######## mem_bus_arbiter ########
Figure 1. Sequential cells grouped by signal name (mem_bus_arbiter).
(3 px per um)
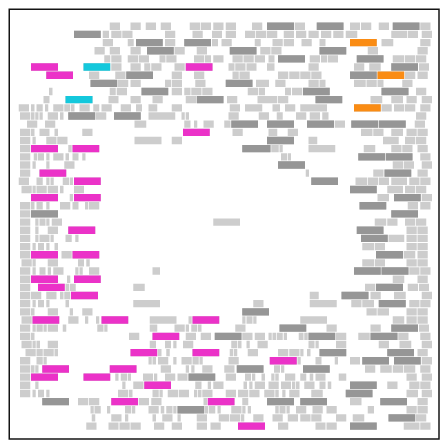

### config.mk
export PLATFORM = sky130hd
export DESIGN_NAME = mem_bus_arbiter
export DESIGN_NICKNAME = d
export VERILOG_FILES = /design/src/rtl/mem_bus_arbiter_pkg.sv /design/src/rtl/mem_bus_arbiter_rr_arb2.sv /design/src/rtl/mem_bus_arbiter.sv
export VERILOG_INCLUDE_DIRS = /design/src /design/src/rtl
export SDC_FILE = /design/constraint.sdc
export NUM_CORES = 1
export LEC_CHECK = 0
export CAP_MARGIN = 20
export CORE_MARGIN = 2
export CORE_UTILIZATION = 25
export CTS_CLUSTER_SIZE = 16
export DETAILED_ROUTE_END_ITERATION = 8
export PLACE_DENSITY = 0.64
export SKIP_LAST_GASP = 1
export SLEW_MARGIN = 15
export SYNTH_ARGS = -nofsm -noshare
export SYNTH_HDL_FRONTEND = slang
export SYNTH_SLANG_ARGS = --single-unit
### constraint.sdc
create_clock -name clk -period 10.3 [get_ports clk]
set_input_delay 2.06 -clock clk [delete_from_list [all_inputs] [get_ports clk]]
set_output_delay 2.06 -clock clk [all_outputs]
set_load 0.01 [all_outputs]
### src/rtl/config.vh
// Shared bus constants: widths, access sizes and response codes.
`ifndef CONFIG_VH
`define CONFIG_VH

`define ADDR_W      32
`define WORD_W      32
`define MEM_COUNT_W 2
`define MEM_CODE_W  3

`define MEM_COUNT_BYTE 2'd0
`define MEM_COUNT_HALF 2'd1
`define MEM_COUNT_WORD 2'd2

`define MEM_CODE_NONE          3'd0
`define MEM_CODE_MISALIGNED    3'd1
`define MEM_CODE_OUT_OF_BOUNDS 3'd2
`define MEM_CODE_TIMEOUT       3'd3

`endif

### src/rtl/mem_bus_arbiter_pkg.sv
// Types shared by the memory bus arbiter and its grant picker.
`include "config.vh"

package mem_bus_arbiter_pkg;

    typedef enum logic {
        StIdle,
        StBusy
    } arb_state_e;

    typedef struct packed {
        logic [`ADDR_W-1:0]      addr;
        logic [`WORD_W-1:0]      wr_data;
        logic                    wr_en;
        logic [`MEM_COUNT_W-1:0] count;
    } bus_req_t;

    function automatic logic other_port(input logic id);
        return ~id;
    endfunction

endpackage

### src/rtl/mem_bus_arbiter_rr_arb2.sv
// Combinational two-way grant picker: round-robin or fixed priority to port 1.
module mem_bus_arbiter_rr_arb2
    import mem_bus_arbiter_pkg::*;
#(
    parameter int unsigned FIXED_PRIO = 0
) (
    input  logic [1:0] valid,
    input  logic       last_grant,
    output logic       grant_valid,
    output logic       grant_id
);

    always_comb begin
        grant_valid = |valid;
        grant_id    = 1'b0;
        case (valid)
            2'b01:   grant_id = 1'b0;
            2'b10:   grant_id = 1'b1;
            2'b11:   grant_id = (FIXED_PRIO != 0) ? 1'b1 : other_port(last_grant);
            default: grant_id = 1'b0;
        endcase
    end

endmodule

### src/rtl/mem_bus_arbiter.sv
// Two-requester arbiter for the peripheral bus, one transaction outstanding.
// Optional bus-wait timeout is enabled with the MEM_ARB_TIMEOUT_EN macro.
`include "config.vh"

module mem_bus_arbiter
    import mem_bus_arbiter_pkg::*;
#(
    parameter int unsigned FIXED_PRIO     = 0,
    parameter int unsigned TIMEOUT_CYCLES = 16
) (
    input  logic                    clk,
    input  logic                    areset,

    input  logic                    i_req0_valid,
    input  logic [`ADDR_W-1:0]      i_req0_addr,
    input  logic [`WORD_W-1:0]      i_req0_wr_data,
    input  logic                    i_req0_wr_en,
    input  logic [`MEM_COUNT_W-1:0] i_req0_count,
    output logic                    o_req0_ready,
    output logic                    o_res0_valid,
    output logic [`WORD_W-1:0]      o_res0_rd_data,
    output logic [`MEM_CODE_W-1:0]  o_res0_code,

    input  logic                    i_req1_valid,
    input  logic [`ADDR_W-1:0]      i_req1_addr,
    input  logic [`WORD_W-1:0]      i_req1_wr_data,
    input  logic                    i_req1_wr_en,
    input  logic [`MEM_COUNT_W-1:0] i_req1_count,
    output logic                    o_req1_ready,
    output logic                    o_res1_valid,
    output logic [`WORD_W-1:0]      o_res1_rd_data,
    output logic [`MEM_CODE_W-1:0]  o_res1_code,

    output logic                    o_bus_valid,
    output logic [`ADDR_W-1:0]      o_bus_addr,
    output logic [`WORD_W-1:0]      o_bus_wr_data,
    output logic                    o_bus_wr_en,
    output logic [`MEM_COUNT_W-1:0] o_bus_count,
    input  logic                    i_bus_res_valid,
    input  logic [`WORD_W-1:0]      i_bus_rd_data,
    input  logic [`MEM_CODE_W-1:0]  i_bus_code
);

    arb_state_e             state_q, state_d;
    logic                   last_grant_q, last_grant_d;
    logic                   owner_q, owner_d;
    bus_req_t               bus_q, bus_d;
    bus_req_t               req_sel;
    logic                   res0_valid_q, res0_valid_d;
    logic                   res1_valid_q, res1_valid_d;
    logic [`WORD_W-1:0]     res_rd_data_q, res_rd_data_d;
    logic [`MEM_CODE_W-1:0] res_code_q, res_code_d;
    logic                   grant_valid;
    logic                   grant_id;
    logic                   accept;
    logic                   timeout;

    mem_bus_arbiter_rr_arb2 #(
        .FIXED_PRIO(FIXED_PRIO)
    ) u_rr_arb2 (
        .valid      ({i_req1_valid, i_req0_valid}),
        .last_grant (last_grant_q),
        .grant_valid(grant_valid),
        .grant_id   (grant_id)
    );

    assign accept = (state_q == StIdle) && grant_valid;

    always_comb begin
        req_sel = '0;
        if (grant_id) begin
            req_sel.addr    = i_req1_addr;
            req_sel.wr_data = i_req1_wr_data;
            req_sel.wr_en   = i_req1_wr_en;
            req_sel.count   = i_req1_count;
        end else begin
            req_sel.addr    = i_req0_addr;
            req_sel.wr_data = i_req0_wr_data;
            req_sel.wr_en   = i_req0_wr_en;
            req_sel.count   = i_req0_count;
        end
    end

`ifdef MEM_ARB_TIMEOUT_EN
    localparam int unsigned CntW = $clog2(TIMEOUT_CYCLES + 1);

    logic [CntW-1:0] cnt_q, cnt_d;

    // Fires on the last allowed BUSY cycle, giving exactly TIMEOUT_CYCLES of bus wait.
    assign timeout = (state_q == StBusy) && (cnt_q == CntW'(TIMEOUT_CYCLES - 1));

    always_comb begin
        cnt_d = cnt_q;
        if (accept) begin
            cnt_d = '0;
        end else if (state_q == StBusy) begin
            cnt_d = cnt_q + CntW'(1);
        end
    end

    always_ff @(posedge clk or posedge areset) begin
        if (areset) begin
            cnt_q <= '0;
        end else begin
            cnt_q <= cnt_d;
        end
    end
`else
    logic unused_timeout_cycles;

    assign unused_timeout_cycles = ^TIMEOUT_CYCLES;
    assign timeout               = 1'b0;
`endif

    always_comb begin
        state_d       = state_q;
        last_grant_d  = last_grant_q;
        owner_d       = owner_q;
        bus_d         = bus_q;
        res0_valid_d  = 1'b0;
        res1_valid_d  = 1'b0;
        res_rd_data_d = res_rd_data_q;
        res_code_d    = res_code_q;
        o_req0_ready  = 1'b0;
        o_req1_ready  = 1'b0;
        unique case (state_q)
            StIdle: begin
                o_req0_ready = grant_valid && !grant_id;
                o_req1_ready = grant_valid && grant_id;
                if (grant_valid) begin
                    bus_d   = req_sel;
                    owner_d = grant_id;
                    state_d = StBusy;
                end
            end
            StBusy: begin
                // A real slave response takes precedence over a coincident timeout.
                if (i_bus_res_valid || timeout) begin
                    res0_valid_d  = !owner_q;
                    res1_valid_d  = owner_q;
                    res_rd_data_d = i_bus_res_valid ? i_bus_rd_data : '0;
                    res_code_d    = i_bus_res_valid ? i_bus_code : `MEM_CODE_TIMEOUT;
                    last_grant_d  = owner_q;
                    state_d       = StIdle;
                end
            end
            default: state_d = StIdle;
        endcase
    end

    always_ff @(posedge clk or posedge areset) begin
        if (areset) begin
            state_q       <= StIdle;
            last_grant_q  <= 1'b1;
            owner_q       <= 1'b0;
            bus_q         <= '0;
            res0_valid_q  <= 1'b0;
            res1_valid_q  <= 1'b0;
            res_rd_data_q <= '0;
            res_code_q    <= '0;
        end else begin
            state_q       <= state_d;
            last_grant_q  <= last_grant_d;
            owner_q       <= owner_d;
            bus_q         <= bus_d;
            res0_valid_q  <= res0_valid_d;
            res1_valid_q  <= res1_valid_d;
            res_rd_data_q <= res_rd_data_d;
            res_code_q    <= res_code_d;
        end
    end

    // Bus valid decodes straight from state so an asynchronous reset drops it at once.
    assign o_bus_valid    = (state_q == StBusy);
    assign o_bus_addr     = bus_q.addr;
    assign o_bus_wr_data  = bus_q.wr_data;
    assign o_bus_wr_en    = bus_q.wr_en;
    assign o_bus_count    = bus_q.count;

    assign o_res0_valid   = res0_valid_q;
    assign o_res0_rd_data = res_rd_data_q;
    assign o_res0_code    = res_code_q;
    assign o_res1_valid   = res1_valid_q;
    assign o_res1_rd_data = res_rd_data_q;
    assign o_res1_code    = res_code_q;

endmodule
######## proj_readin_router ########
[config.mk]
export PLATFORM = sky130hd
export DESIGN_NAME = proj_readin_router
export DESIGN_NICKNAME = d
export VERILOG_FILES = /design/src/rtl/proj_readin_router.sv
export SDC_FILE = /design/constraint.sdc
export NUM_CORES = 1
export LEC_CHECK = 0
export ABC_CLOCK_PERIOD_IN_PS = 9100
export CAP_MARGIN = 20
export CORE_MARGIN = 2
export CORE_UTILIZATION = 47
export CTS_CLUSTER_DIAMETER = 60
export DETAILED_ROUTE_END_ITERATION = 8
export GPL_TIMING_DRIVEN = 0
export PLACE_DENSITY = 0.82
export SLEW_MARGIN = 30
export SYNTH_ARGS = -nofsm -noshare
export SYNTH_HDL_FRONTEND = slang
export SYNTH_SLANG_ARGS = --single-unit
[constraint.sdc]
create_clock -name clk -period 9.1 [get_ports clk]
set_input_delay 1.82 -clock clk [delete_from_list [all_inputs] [get_ports clk]]
set_output_delay 1.82 -clock clk [all_outputs]
set_load 0.05 [all_outputs]
[src/rtl/proj_readin_router.sv]
// Read-in router: pops projection words from an FWFT FIFO and writes them to per-channel memories.
// Optional drop counter is built when PROJ_ROUTER_DROP_CNT_EN is defined.
module proj_readin_router #(
  parameter int unsigned DATA_W      = 55,
  parameter int unsigned PAYLOAD_W   = 51,
  parameter int unsigned TAG_LSB     = 51,
  parameter int unsigned NCH         = 8,
  parameter int unsigned ADDR_W      = 6,
  parameter int unsigned BX_W        = 4,
  parameter int unsigned LYR_IN_BIT  = 34,
  parameter int unsigned LYR_OUT_BIT = 33,
  parameter int unsigned DSK_BIT     = 25,
  parameter logic [3*NCH-1:0] CH_TAG    = '0,
  parameter logic [3*NCH-1:0] CH_MASK   = {NCH{3'b111}},
  parameter logic [NCH-1:0]   CH_DISK   = '0,
  parameter logic [NCH-1:0]   CH_OUTER  = '0,
  parameter logic [NCH-1:0]   CH_REGION = '0,
  parameter logic [NCH-1:0]   CH_ENABLE = '1,
  parameter logic [2:0]       IDX_DEFAULT = 3'b111,
  parameter logic [2:0]       IDX_ALT     = 3'b101,
  parameter logic [DATA_W-TAG_LSB-1:0] ALT_MATCH = 4'b1011
) (
  input  logic                    clk,
  input  logic                    reset,
  input  logic [DATA_W-1:0]       data_in,
  input  logic                    data_valid,
  input  logic                    new_bx,
  input  logic [BX_W-1:0]         bx_in,
  output logic                    fifo_rd_en,
  output logic [PAYLOAD_W+2:0]    data_out,
  output logic [NCH-1:0]          wr_en,
  output logic [NCH*ADDR_W-1:0]   wr_addr,
  output logic [BX_W-1:0]         output_BX,
  output logic                    send_BX,
  output logic [NCH-1:0]          overflow,
  output logic [15:0]             drop_count
);

  typedef enum logic [1:0] {StIdle, StRun, StDrain} state_e;

  state_e state_q, state_d;
  logic   drain_q;
  logic   bx_close;
  logic [BX_W-1:0] cur_bx_q, next_bx_q, output_bx_q;
  logic   send_q;

  logic              s1_valid_q;
  logic [DATA_W-1:0] s1_data_q;
  logic              s1_disk;
  logic [2:0]        s1_tag;
  logic [2:0]        prefix;
  logic [NCH-1:0]    rbit, hit, write, drop;

  logic [NCH-1:0][ADDR_W-1:0] cnt_q, wr_addr_q;
  logic [NCH-1:0]             full_q, ovf_q, wr_en_q;
  logic [PAYLOAD_W+2:0]       data_out_q;

  // Second DRAIN cycle: in-flight words have retired, so the BX can be closed.
  assign bx_close = (state_q == StDrain) && drain_q;

  always_comb begin
    state_d    = state_q;
    fifo_rd_en = 1'b0;
    unique case (state_q)
      StIdle:  if (new_bx) state_d = StRun;
      StRun: begin
        fifo_rd_en = data_valid & ~new_bx;
        if (new_bx) state_d = StDrain;
      end
      StDrain: if (drain_q) state_d = StRun;
      default: state_d = StIdle;
    endcase
  end

  always_ff @(posedge clk or posedge reset) begin
    if (reset) begin
      state_q     <= StIdle;
      drain_q     <= 1'b0;
      cur_bx_q    <= '0;
      next_bx_q   <= '0;
      output_bx_q <= '0;
      send_q      <= 1'b0;
    end else begin
      state_q <= state_d;
      drain_q <= (state_q == StDrain) ? ~drain_q : 1'b0;
      send_q  <= bx_close;
      if (new_bx && (state_q != StIdle)) next_bx_q <= bx_in;
      if (new_bx && (state_q == StIdle)) begin
        cur_bx_q <= bx_in;
      end else if (bx_close) begin
        output_bx_q <= cur_bx_q;
        cur_bx_q    <= new_bx ? bx_in : next_bx_q;
      end
    end
  end

  always_ff @(posedge clk or posedge reset) begin
    if (reset) begin
      s1_valid_q <= 1'b0;
      s1_data_q  <= '0;
    end else begin
      s1_valid_q <= fifo_rd_en;
      if (fifo_rd_en) s1_data_q <= data_in;
    end
  end

  assign s1_disk = s1_data_q[DATA_W-1];
  assign s1_tag  = s1_data_q[TAG_LSB +: 3];
  assign prefix  = (s1_data_q[DATA_W-1:TAG_LSB] == ALT_MATCH) ? IDX_ALT : IDX_DEFAULT;

  always_comb begin
    rbit  = '0;
    hit   = '0;
    write = '0;
    drop  = '0;
    for (int i = 0; i < NCH; i++) begin
      rbit[i] = s1_disk     ? s1_data_q[DSK_BIT] :
                CH_OUTER[i] ? s1_data_q[LYR_OUT_BIT] : s1_data_q[LYR_IN_BIT];
      hit[i]  = s1_valid_q & CH_ENABLE[i] & (s1_disk == CH_DISK[i]) &
                (((s1_tag ^ CH_TAG[3*i +: 3]) & CH_MASK[3*i +: 3]) == 3'b000) &
                (rbit[i] == CH_REGION[i]);
      write[i] = hit[i] & ~full_q[i];
      drop[i]  = hit[i] & full_q[i];
    end
  end

  always_ff @(posedge clk or posedge reset) begin
    if (reset) begin
      cnt_q      <= '0;
      full_q     <= '0;
      ovf_q      <= '0;
      wr_en_q    <= '0;
      wr_addr_q  <= '0;
      data_out_q <= '0;
    end else begin
      wr_en_q <= write;
      if (s1_valid_q) data_out_q <= {prefix, s1_data_q[PAYLOAD_W-1:0]};
      if (bx_close) begin
        cnt_q  <= '0;
        full_q <= '0;
        ovf_q  <= '0;
      end else begin
        for (int i = 0; i < NCH; i++) begin
          if (write[i]) begin
            wr_addr_q[i] <= cnt_q[i];
            // Last slot written: counter holds, later hits become drops.
            if (cnt_q[i] == '1) full_q[i] <= 1'b1;
            else                cnt_q[i]  <= cnt_q[i] + 1'b1;
          end
          if (drop[i]) ovf_q[i] <= 1'b1;
        end
      end
    end
  end

`ifdef PROJ_ROUTER_DROP_CNT_EN
  logic [15:0] drop_cnt_q;

  always_ff @(posedge clk or posedge reset) begin
    if (reset) begin
      drop_cnt_q <= '0;
    end else if ((|drop) && (drop_cnt_q != 16'hFFFF)) begin
      drop_cnt_q <= drop_cnt_q + 16'd1;
    end
  end

  assign drop_count = drop_cnt_q;
`else
  assign drop_count = 16'd0;
`endif

  assign data_out  = data_out_q;
  assign wr_en     = wr_en_q;
  assign wr_addr   = wr_addr_q;
  assign output_BX = output_bx_q;
  assign send_BX   = send_q;
  assign overflow  = ovf_q;

endmodule

######## mwc_wr_pack_flat ########
File: config.mk
export PLATFORM = sky130hd
export DESIGN_NAME = mwc_wr_pack_flat
export DESIGN_NICKNAME = d
export VERILOG_FILES = /design/src/rtl/mwc_wr_pack_if.sv /design/src/rtl/mwc_wr_pack.sv /design/src/flat_wrapper.sv
export SDC_FILE = /design/constraint.sdc
export NUM_CORES = 2
export LEC_CHECK = 0
export CELL_PAD_IN_SITES_DETAIL_PLACEMENT = 0
export CELL_PAD_IN_SITES_GLOBAL_PLACEMENT = 2
export CORE_UTILIZATION = 35
export CTS_BUF_LIST = sky130_fd_sc_hd__clkbuf_16
export DETAILED_ROUTE_END_ITERATION = 7
export GPL_ROUTABILITY_DRIVEN = 0
export GPL_TIMING_DRIVEN = 0
export PLACE_DENSITY_LB_ADDON = 0.1
export RECOVER_POWER = 100
export SETUP_SLACK_MARGIN = 0.5
export SLEW_MARGIN = 40
export SYNTH_ARGS = -nofsm -noshare
export SYNTH_HDL_FRONTEND = slang
export SYNTH_SLANG_ARGS = --single-unit
File: constraint.sdc
create_clock -name clk -period 5.4 [get_ports clk]
set_clock_uncertainty 0.1 [all_clocks]
set_input_delay 0.81 -clock clk [delete_from_list [all_inputs] [get_ports clk]]
set_output_delay 0.81 -clock clk [all_outputs]
set_load 0.03 [all_outputs]
File: src/rtl/mwc_wr_pack_if.sv
// ============================================================================
// Module      : mwc_wr_pack_if
// Description : Bus bundle for the write-data packer. It carries the NoC
//               input beat handshake and the packed-line write request
//               handshake towards mwc_cntl.
//               slave  : packer view (consumes in_*, produces out_*)
//               master : environment view (drives in_*, consumes out_*)
//               Optional stat_lines/stat_pkts exist only when
//               MWC_WR_PACK_STATS_EN is defined.
// Revision    : 1.0 - initial release
// ============================================================================
`default_nettype none

interface mwc_wr_pack_if #(
   parameter int DATA_W     = 32,
   parameter int LINE_WORDS = 16,
   parameter int CHAN_W     = 2,
   parameter int BANK_W     = 3,
   parameter int PAGE_W     = 12,
   parameter int WORD_W     = 7
);
   // input beat side
   logic                         in_valid;
   logic                         in_ready;
   logic [1:0]                   in_cntl;
   logic [DATA_W-1:0]            in_data;
   // write request side
   logic                         out_valid;
   logic                         out_ready;
   logic [1:0]                   out_cntl;
   logic [CHAN_W-1:0]            out_chan;
   logic [BANK_W-1:0]            out_bank;
   logic [PAGE_W-1:0]            out_page;
   logic [WORD_W-1:0]            out_word;
   logic [LINE_WORDS*DATA_W-1:0] out_data;
   logic [LINE_WORDS-1:0]        out_mask;
   logic                         proto_err;
`ifdef MWC_WR_PACK_STATS_EN
   logic [31:0]                  stat_lines;
   logic [15:0]                  stat_pkts;
`endif

   modport slave (
      input  in_valid, in_cntl, in_data, out_ready,
      output in_ready, out_valid, out_cntl, out_chan, out_bank, out_page,
             out_word, out_data, out_mask, proto_err
`ifdef MWC_WR_PACK_STATS_EN
      , output stat_lines, stat_pkts
`endif
   );

   modport master (
      output in_valid, in_cntl, in_data, out_ready,
      input  in_ready, out_valid, out_cntl, out_chan, out_bank, out_page,
             out_word, out_data, out_mask, proto_err
`ifdef MWC_WR_PACK_STATS_EN
      , input stat_lines, stat_pkts
`endif
   );
endinterface

`default_nettype wire

File: src/rtl/mwc_wr_pack.sv
// ============================================================================
// Module      : mwc_wr_pack
// Description : Write-data packer upstream of mwc_cntl. Takes NoC write
//               packets (one SOP address beat, then MOP/EOP data beats) and
//               packs the words into line-sized write requests with a
//               word-valid mask and an auto-incrementing DRAM address.
//               Two line buffers: the fill buffer and the registered output
//               stage, so input keeps flowing while downstream stalls.
// Ports       : clk             - rising-edge clock
//               reset_poweron_n - asynchronous active-low reset
//               bus             - mwc_wr_pack_if.slave (in_* beat handshake,
//                                 out_* line request, sticky proto_err)
// Options     : MWC_WR_PACK_STATS_EN adds stat_lines / stat_pkts counters.
// Revision    : 1.0 - initial release
// ============================================================================
`default_nettype none

module mwc_wr_pack #(
   parameter int DATA_W     = 32,
   parameter int LINE_WORDS = 16,
   parameter int CHAN_W     = 2,
   parameter int BANK_W     = 3,
   parameter int PAGE_W     = 12,
   parameter int WORD_W     = 7
) (
   input wire logic     clk,
   input wire logic     reset_poweron_n,
   mwc_wr_pack_if.slave bus
);
   localparam int PTR_W = $clog2(LINE_WORDS);
   localparam logic [PTR_W-1:0]  c_last_slot  = PTR_W'(LINE_WORDS - 1);
   localparam logic [WORD_W:0]   c_line_step  = (WORD_W + 1)'(LINE_WORDS);
   localparam logic [1:0]        c_cntl_sop   = 2'b01;
   localparam logic [1:0]        c_cntl_eop   = 2'b10;

   typedef enum logic [0:0] {
      ST_IDLE = 1'b0,
      ST_DATA = 1'b1
   } state_t;

   state_t r_state;
   state_t w_state_nxt;

   // fill buffer
   logic [LINE_WORDS*DATA_W-1:0] r_fb_data;
   logic [LINE_WORDS-1:0]        r_fb_mask;
   logic                         r_fb_full;
   logic [1:0]                   r_fb_cntl;
   logic [CHAN_W-1:0]            r_fb_chan;
   logic [BANK_W-1:0]            r_fb_bank;
   logic [PAGE_W-1:0]            r_fb_page;
   logic [WORD_W-1:0]            r_fb_word;
   logic [PTR_W-1:0]             r_wptr;

   // address of the line currently being filled
   logic [CHAN_W-1:0]            r_cur_chan;
   logic [BANK_W-1:0]            r_cur_bank;
   logic [PAGE_W-1:0]            r_cur_page;
   logic [WORD_W-1:0]            r_cur_word;
   logic                         r_first;

   // output stage (second buffer)
   logic                         r_out_valid;
   logic [1:0]                   r_out_cntl;
   logic [CHAN_W-1:0]            r_out_chan;
   logic [BANK_W-1:0]            r_out_bank;
   logic [PAGE_W-1:0]            r_out_page;
   logic [WORD_W-1:0]            r_out_word;
   logic [LINE_WORDS*DATA_W-1:0] r_out_data;
   logic [LINE_WORDS-1:0]        r_out_mask;
   logic                         r_proto_err;

   logic w_fire;
   logic w_is_sop;
   logic w_is_eop;
   logic w_out_free;
   logic w_sop_beat;
   logic w_data_beat;
   logic w_stray;
   logic w_close;
   logic w_close_last;

   logic [LINE_WORDS*DATA_W-1:0] w_line_data;
   logic [LINE_WORDS-1:0]        w_line_mask;

   logic [WORD_W-1:0]            w_sop_word;
   logic [WORD_W-1:0]            w_sop_word_al;
   logic                         w_sop_misalign;
   logic [PAGE_W-1:0]            w_sop_page;
   logic [BANK_W-1:0]            w_sop_bank;
   logic [CHAN_W-1:0]            w_sop_chan;
   logic [WORD_W:0]              w_word_sum;
   logic [WORD_W-1:0]            w_next_word;
   logic [PAGE_W-1:0]            w_next_page;

   // The fill buffer is only ever left full while the output stage holds a
   // line, so "fill full" is exactly "both buffers full". Being purely
   // registered, this keeps out_ready away from in_ready.
   assign bus.in_ready = !r_fb_full;

   assign w_fire     = bus.in_valid && !r_fb_full;
   assign w_is_sop   = (bus.in_cntl == c_cntl_sop);
   assign w_is_eop   = (bus.in_cntl == c_cntl_eop);
   assign w_out_free = !r_out_valid || bus.out_ready;

   // SOP address fields: {chan, bank, page, word} packed in the LSBs
   assign w_sop_word     = bus.in_data[WORD_W-1:0];
   assign w_sop_page     = bus.in_data[WORD_W +: PAGE_W];
   assign w_sop_bank     = bus.in_data[WORD_W+PAGE_W +: BANK_W];
   assign w_sop_chan     = bus.in_data[WORD_W+PAGE_W+BANK_W +: CHAN_W];
   assign w_sop_misalign = |w_sop_word[PTR_W-1:0];
   assign w_sop_word_al  = {w_sop_word[WORD_W-1:PTR_W], {PTR_W{1'b0}}};

   // next line address: word wraps into the page, page wraps on its own
   assign w_word_sum  = {1'b0, r_cur_word} + c_line_step;
   assign w_next_word = w_word_sum[WORD_W-1:0];
   assign w_next_page = r_cur_page + PAGE_W'(w_word_sum[WORD_W]);

   // Closing line as it will look after this cycle: the fill buffer plus the
   // data beat being accepted now. Unwritten words read as zero.
   for (genvar gi = 0; gi < LINE_WORDS; gi++) begin : g_line
      logic w_hit;
      assign w_hit = w_data_beat && (r_wptr == PTR_W'(gi));
      assign w_line_mask[gi] = r_fb_mask[gi] || w_hit;
      assign w_line_data[gi*DATA_W +: DATA_W] =
         w_hit        ? bus.in_data :
         r_fb_mask[gi] ? r_fb_data[gi*DATA_W +: DATA_W] : {DATA_W{1'b0}};
   end

   always_ff @(posedge clk or negedge reset_poweron_n) begin
      if (!reset_poweron_n) begin
         r_state <= ST_IDLE;
      end else begin
         r_state <= w_state_nxt;
      end
   end

   always_comb begin
      w_state_nxt  = r_state;
      w_sop_beat   = 1'b0;
      w_data_beat  = 1'b0;
      w_stray      = 1'b0;
      w_close      = 1'b0;
      w_close_last = 1'b0;
      if (w_fire) begin
         case (r_state)
            ST_IDLE: begin
               if (w_is_sop) begin
                  w_sop_beat  = 1'b1;
                  w_state_nxt = ST_DATA;
               end else begin
                  w_stray = 1'b1;
               end
            end
            ST_DATA: begin
               if (w_is_sop) begin
                  // early SOP: flush any partial line as the packet's last
                  w_sop_beat   = 1'b1;
                  w_close      = (r_wptr != '0);
                  w_close_last = 1'b1;
               end else begin
                  w_data_beat  = 1'b1;
                  w_close      = w_is_eop || (r_wptr == c_last_slot);
                  w_close_last = w_is_eop;
                  if (w_is_eop) begin
                     w_state_nxt = ST_IDLE;
                  end
               end
            end
            default: w_state_nxt = ST_IDLE;
         endcase
      end
   end

   always_ff @(posedge clk or negedge reset_poweron_n) begin
      if (!reset_poweron_n) begin
         r_fb_data   <= '0;
         r_fb_mask   <= '0;
         r_fb_full   <= 1'b0;
         r_fb_cntl   <= '0;
         r_fb_chan   <= '0;
         r_fb_bank   <= '0;
         r_fb_page   <= '0;
         r_fb_word   <= '0;
         r_wptr      <= '0;
         r_cur_chan  <= '0;
         r_cur_bank  <= '0;
         r_cur_page  <= '0;
         r_cur_word  <= '0;
         r_first     <= 1'b0;
         r_out_valid <= 1'b0;
         r_out_cntl  <= '0;
         r_out_chan  <= '0;
         r_out_bank  <= '0;
         r_out_page  <= '0;
         r_out_word  <= '0;
         r_out_data  <= '0;
         r_out_mask  <= '0;
         r_proto_err <= 1'b0;
      end else begin
         if (w_sop_beat) begin
            r_wptr <= '0;
         end else if (w_data_beat) begin
            r_wptr <= w_close ? '0 : r_wptr + 1'b1;
         end

         if (w_data_beat && !w_close) begin
            r_fb_data[r_wptr*DATA_W +: DATA_W] <= bus.in_data;
            r_fb_mask[r_wptr]                  <= 1'b1;
         end

         if (r_out_valid && bus.out_ready) begin
            r_out_valid <= 1'b0;
         end

         // A waiting full line has priority for the output stage; input is
         // stalled meanwhile, so no line can close in the same cycle.
         if (r_fb_full && w_out_free) begin
            r_out_valid <= 1'b1;
            r_out_cntl  <= r_fb_cntl;
            r_out_chan  <= r_fb_chan;
            r_out_bank  <= r_fb_bank;
            r_out_page  <= r_fb_page;
            r_out_word  <= r_fb_word;
            r_out_data  <= r_fb_data;
            r_out_mask  <= r_fb_mask;
            r_fb_full   <= 1'b0;
            r_fb_mask   <= '0;
         end else if (w_close) begin
            if (w_out_free) begin
               r_out_valid <= 1'b1;
               r_out_cntl  <= {w_close_last, r_first};
               r_out_chan  <= r_cur_chan;
               r_out_bank  <= r_cur_bank;
               r_out_page  <= r_cur_page;
               r_out_word  <= r_cur_word;
               r_out_data  <= w_line_data;
               r_out_mask  <= w_line_mask;
               r_fb_mask   <= '0;
            end else begin
               r_fb_full   <= 1'b1;
               r_fb_cntl   <= {w_close_last, r_first};
               r_fb_chan   <= r_cur_chan;
               r_fb_bank   <= r_cur_bank;
               r_fb_page   <= r_cur_page;
               r_fb_word   <= r_cur_word;
               r_fb_data   <= w_line_data;
               r_fb_mask   <= w_line_mask;
            end
         end

         if (w_close) begin
            r_cur_word <= w_next_word;
            r_cur_page <= w_next_page;
            r_first    <= 1'b0;
         end

         // a new SOP overrides the advanced address of a flushed line
         if (w_sop_beat) begin
            r_cur_chan <= w_sop_chan;
            r_cur_bank <= w_sop_bank;
            r_cur_page <= w_sop_page;
            r_cur_word <= w_sop_word_al;
            r_first    <= 1'b1;
         end

         if (w_stray || (w_sop_beat && ((r_state == ST_DATA) || w_sop_misalign))) begin
            r_proto_err <= 1'b1;
         end
      end
   end

   assign bus.out_valid = r_out_valid;
   assign bus.out_cntl  = r_out_cntl;
   assign bus.out_chan  = r_out_chan;
   assign bus.out_bank  = r_out_bank;
   assign bus.out_page  = r_out_page;
   assign bus.out_word  = r_out_word;
   assign bus.out_data  = r_out_data;
   assign bus.out_mask  = r_out_mask;
   assign bus.proto_err = r_proto_err;

`ifdef MWC_WR_PACK_STATS_EN
   logic [31:0] r_stat_lines;
   logic [15:0] r_stat_pkts;

   always_ff @(posedge clk or negedge reset_poweron_n) begin
      if (!reset_poweron_n) begin
         r_stat_lines <= '0;
         r_stat_pkts  <= '0;
      end else if (r_out_valid && bus.out_ready) begin
         if (r_stat_lines != '1) begin
            r_stat_lines <= r_stat_lines + 1'b1;
         end
         if (r_out_cntl[1] && (r_stat_pkts != '1)) begin
            r_stat_pkts <= r_stat_pkts + 1'b1;
         end
      end
   end

   assign bus.stat_lines = r_stat_lines;
   assign bus.stat_pkts  = r_stat_pkts;
`endif

endmodule

`default_nettype wire

File: src/flat_wrapper.sv
// flat-port wrapper written by rule: the top's interface ports become plain ports
module mwc_wr_pack_flat 
#(
   parameter int DATA_W     = 32,
   parameter int LINE_WORDS = 16,
   parameter int CHAN_W     = 2,
   parameter int BANK_W     = 3,
   parameter int PAGE_W     = 12,
   parameter int WORD_W     = 7
)
  (clk, reset_poweron_n, bus_in_valid, bus_in_cntl, bus_in_data, bus_out_ready, bus_in_ready, bus_out_valid, bus_out_cntl, bus_out_chan, bus_out_bank, bus_out_page, bus_out_word, bus_out_data, bus_out_mask, bus_proto_err);
  mwc_wr_pack_if #(.DATA_W(DATA_W), .LINE_WORDS(LINE_WORDS), .CHAN_W(CHAN_W), .BANK_W(BANK_W), .PAGE_W(PAGE_W), .WORD_W(WORD_W)) bus_i ();
  input wire logic clk;
  input wire logic reset_poweron_n;
  input wire logic [$bits(bus_i.in_valid)-1:0] bus_in_valid;
  input wire logic [$bits(bus_i.in_cntl)-1:0] bus_in_cntl;
  input wire logic [$bits(bus_i.in_data)-1:0] bus_in_data;
  input wire logic [$bits(bus_i.out_ready)-1:0] bus_out_ready;
  output wire logic [$bits(bus_i.in_ready)-1:0] bus_in_ready;
  output wire logic [$bits(bus_i.out_valid)-1:0] bus_out_valid;
  output wire logic [$bits(bus_i.out_cntl)-1:0] bus_out_cntl;
  output wire logic [$bits(bus_i.out_chan)-1:0] bus_out_chan;
  output wire logic [$bits(bus_i.out_bank)-1:0] bus_out_bank;
  output wire logic [$bits(bus_i.out_page)-1:0] bus_out_page;
  output wire logic [$bits(bus_i.out_word)-1:0] bus_out_word;
  output wire logic [$bits(bus_i.out_data)-1:0] bus_out_data;
  output wire logic [$bits(bus_i.out_mask)-1:0] bus_out_mask;
  output wire logic [$bits(bus_i.proto_err)-1:0] bus_proto_err;
  assign bus_i.in_valid = bus_in_valid;
  assign bus_i.in_cntl = bus_in_cntl;
  assign bus_i.in_data = bus_in_data;
  assign bus_i.out_ready = bus_out_ready;
  assign bus_in_ready = bus_i.in_ready;
  assign bus_out_valid = bus_i.out_valid;
  assign bus_out_cntl = bus_i.out_cntl;
  assign bus_out_chan = bus_i.out_chan;
  assign bus_out_bank = bus_i.out_bank;
  assign bus_out_page = bus_i.out_page;
  assign bus_out_word = bus_i.out_word;
  assign bus_out_data = bus_i.out_data;
  assign bus_out_mask = bus_i.out_mask;
  assign bus_proto_err = bus_i.proto_err;
  mwc_wr_pack #(.DATA_W(DATA_W), .LINE_WORDS(LINE_WORDS), .CHAN_W(CHAN_W), .BANK_W(BANK_W), .PAGE_W(PAGE_W), .WORD_W(WORD_W)) u_core (.clk(clk), .reset_poweron_n(reset_poweron_n), .bus(bus_i));
endmodule
Figure 2. M1 wires (mwc_wr_pack_flat).
(1 px per um)
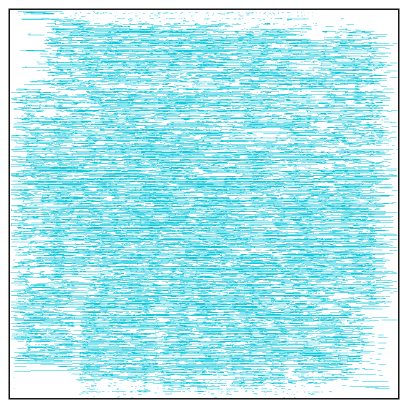
The longest straight run is 133 um. The layer carries 118 mm of wire. The layer holds 42% of the routed length.

==> GITHUB_STEP_SUMMARY, mwc_wr_pack_flat <==
## PnR job results

| Metric | Value |
|---|---|
| Grt ovf | `0` |
| Yosys top cell by area | `dfrtp_1` |
| Hold wc startpoint | `u_core.bus.out_data[70]$_DFFE_PN0P_` |
| Vias/cell | `between 6 and 7` |
| Final Max Tran Viols | `between 400 and 500` |
| Global-route met2 utilization | `0.537` |
| Ys flop type | `dfrtp_1` |
| Clock buffers | `around 140` |
| Cell Count, Final, Fillers Out | `8229` |
| Hold Path Sink | `u_core.bus.out_data[70]$_DFFE_PN0P_` |
| Global routing usage on met3 | `0.0970` |
| Most frequent cells in the layout | `dfrtp_1, nand2_1, dlygate4sd3_1, a21oi_1, nor2_1` |
| Yosys stat area | `~52000 sq um` |
| Crit path time final | `between 5 and 6 ns` |
| Violated checks | `max-capacitance violations, max-slew violations` |
| MaxCap Viol Count | `4` |
| Outcome | `finished with violations` |
| Wire length on met3 | `26800 um` |
| Static Leakage | `30.2 nW` |
mwc_wr_pack_flat: cells by family after synthesis:
family / share of synthesized area
compound gates: 0.246
simple gates: 0.128
mux: 0.0263
fa+ha+maj: 0.00240
other cells: 0.0000719
buf+inv: 0.0529
flops: 0.542
xor+xnor: 0.00235
mwc_wr_pack_flat: state kept, by name, indices dropped and copies added (netlist names), 4 cells and up:
register and count:
u_core.r_fb_data 512, u_core.bus.out_data 512, u_core.bus.out_page 12, u_core.bus.out_mask 16, u_core.r_fb_page 12, u_core.r_cur_page 12, u_core.r_wptr 4, u_core.r_fb_mask 16
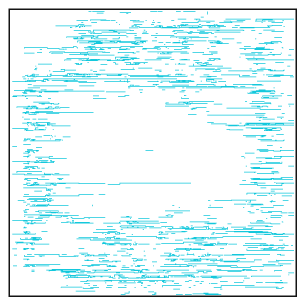
Figure 3: mem_bus_arbiter, M1 wires.
(2 px per um)
744 nets have wire on it. The wires run mostly horizontal. The layer carries 6180 um of wire.

## Picture notes: Figure 1
Key: cyan = o_bus_count [sequential cells 2]; magenta = o_bus_wr_data [sequential cells 32]; orange = o_res0_code [sequential cells 3]
Another 70 sequential cells are not colored.

==> GITHUB_STEP_SUMMARY, mem_bus_arbiter <==
## PnR job results

| Metric | Value |
|---|---|
| Slew of the pin with the lowest slew margin | `around 1.0 ns` |
| FILL cells | `~1800` |
| Register area | `2680 sq um` |
| MaxCap Viol Count | `0` |
| Hold wc startpoint | `owner_q$_DFFE_PP0P_` |
| Slew margin rel. | `0.318` |
| Die H | `approximately 140 um` |
| Largest net degree at the start of global routing | `approximately 64` |
| Crit path buf inv count | `2` |
| Flops | `roughly 110` |
| #MultiIn Comb | `271` |
| Worst setup slack after layout | `3.45 ns` |
| Number of nets at floorplan | `618` |
| WL met1 | `a little over 6000 um` |
| FF-to-FF path depth | `3` |
| Syn Area/Cell | `about 11 sq um` |
| Final setup vio count | `0` |
| Hold Path Sink | `o_res0_valid$_DFF_PP0_` |
| Cell Count, Final, Fillers Out | `975` |
| H-tree depth | `3` |
| ClkCell Share | `0.0351` |
| Die Span X | `143 um` |
| Seq share, synth | `0.556` |
| WL final | `around 15000 um` |
| Dominant kind of cell | `non-clock buffers` |
| Clock tree buffer depth | `2` |
| Final design instance area without fill | `8150 sq um` |
| Post-CTS setup buffers | `0` |
| Synthesized area | `4810 sq um` |
| Comb. cell area | `about 1700 sq um` |
| Ys flop type | `dfrtp_1` |
| Placed cells | `between 900 and 1000` |
| Outcome | `complete, no violations` |
| CP Max Fanout | `47` |
| Cell depth of the worst hold path | `1` |
[mem_bus_arbiter: where the power goes]
group,switching [mW],total (mW),internal [mW]
sequential,0.0563,0.571,0.515
clock,0.172,0.341,0.169
combinational,0.216,0.554,0.338
[mem_bus_arbiter: logic make-up after synthesis]
logic type / after synthesis / synth area share
AND-OR/OR-AND: 73 / 0.117
buffers and inverters: 66 / 0.0988
flip-flops: 107 / 0.556
multiplexers: 35 / 0.0865
AND/OR/NAND/NOR: 163 / 0.141
Figure 4. Layout detail (proj_readin_router).
Window x 100 to 125, y 100 to 125 um. Cells in gray, sequential cells in the stronger gray; small squares are vias.
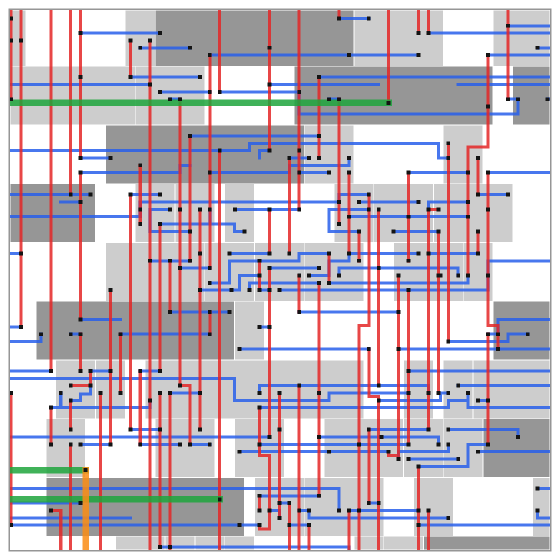
Key: orange = M4; green = M3; red = M2; blue = M1
Sequential cells in the window: 5. Most frequent: dfrtp_1 (5), a21oi_1 (4), nor2_1 (4). 42 logic cells have their middle in the window. Netlist names of flops here include cnt_q (4), full_q (1).

Figure 5. Sequential cells grouped by signal name (proj_readin_router).
(3 px per um)
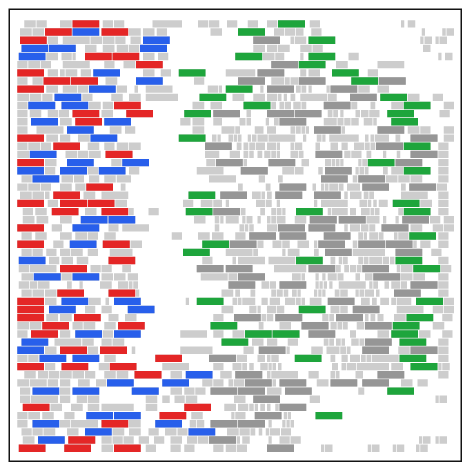
Key: green = wr_addr [sequential cells 48]; blue = data_out [sequential cells 53]; red = s1_data_q [sequential cells 55, where a column on the left]

==> GITHUB_STEP_SUMMARY, proj_readin_router <==
## PnR job results

| Metric | Value |
|---|---|
| Initial DRT Pass Iterations | `4` |
| Die H | `about 150 um` |
| Die Span X | `about 150 um` |
| EDFF count, synth | `0` |
| Worst path top cell family by delay | `buffers and inverters` |
| Worst EP required | `~7.3 ns` |
| Aoi share | `0.0616` |
| CP Max Fanout | `11` |
| Cell Pwr Density | `314 nW/um^2` |
| Slew of the pin with the lowest slew margin | `0.671 ns` |
| Final core occ | `0.636` |
| Yosys top cell area share | `0.611` |
| Outcome | `complete, no violations` |
| Most frequent cells in the layout | `dfrtp_1, clkdlybuf4s50_1, mux2_2, nor2_1, a21oi_1` |
| Clk pwr | `about 1.2 mW` |
| Synthesized area | `10000 sq um` |
| Initial antenna violation count | `0` |
| Top area cell types | `dfrtp_1, mux2_2, a21oi_1` |
| Top cells by count | `dfrtp_1, mux2_2, nor2_1, a21oi_1, nand2_1` |
| MUX area fraction | `0.183` |
| Yosys top cell by area | `dfrtp_1` |
-- proj_readin_router: sequential cells by signal, indices dropped and copies added (netlist names) --
name        cells
wr_en           8
overflow        8
cnt_q          48
s1_data_q      55
full_q          8
cur_bx_q        4
drain_q         1
data_out       53
s1_valid_q      1
output_BX       4
state_q         2
next_bx_q       4
wr_addr        48
send_BX         1
-- proj_readin_router: per-layer routing --
layer	GRT usage	part of all wire	up-vias
met1	0.269	0.42	3385
met4	0.0481	0.016	0
li1	-	-	3174
met5	0	0	-
met2	0.343	0.47	224
met3	0.0800	0.098	37

==> layout pictures side by side <==
Track usage over the die.
Plate I
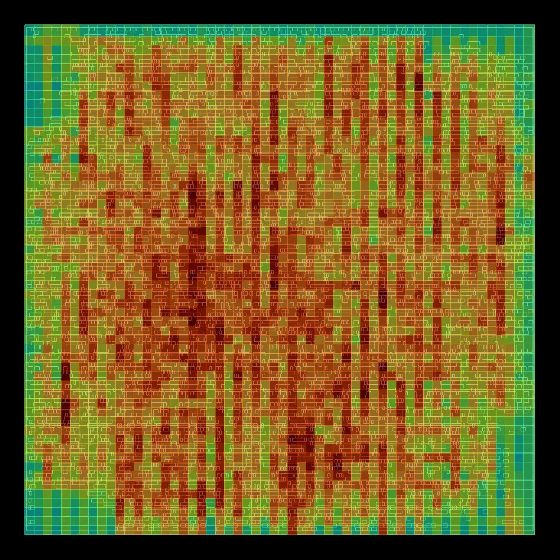
Plate II
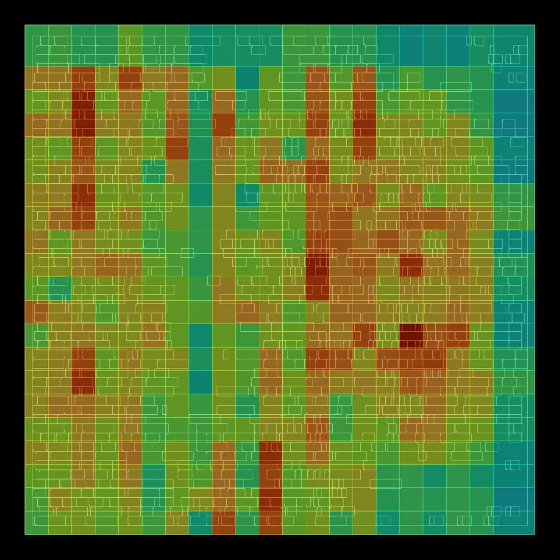
Plate III
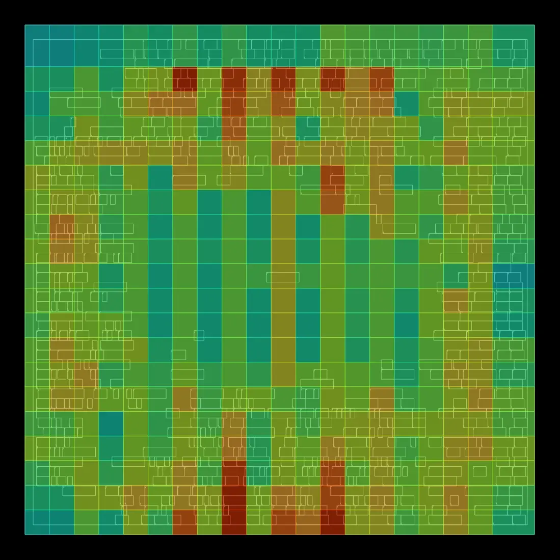
- mwc_wr_pack_flat = Plate I
- mem_bus_arbiter = Plate III
- proj_readin_router = Plate II
The one with the least wire per cell is Plate III.


No activity file was given, so power comes from the tool's default toggle rates.
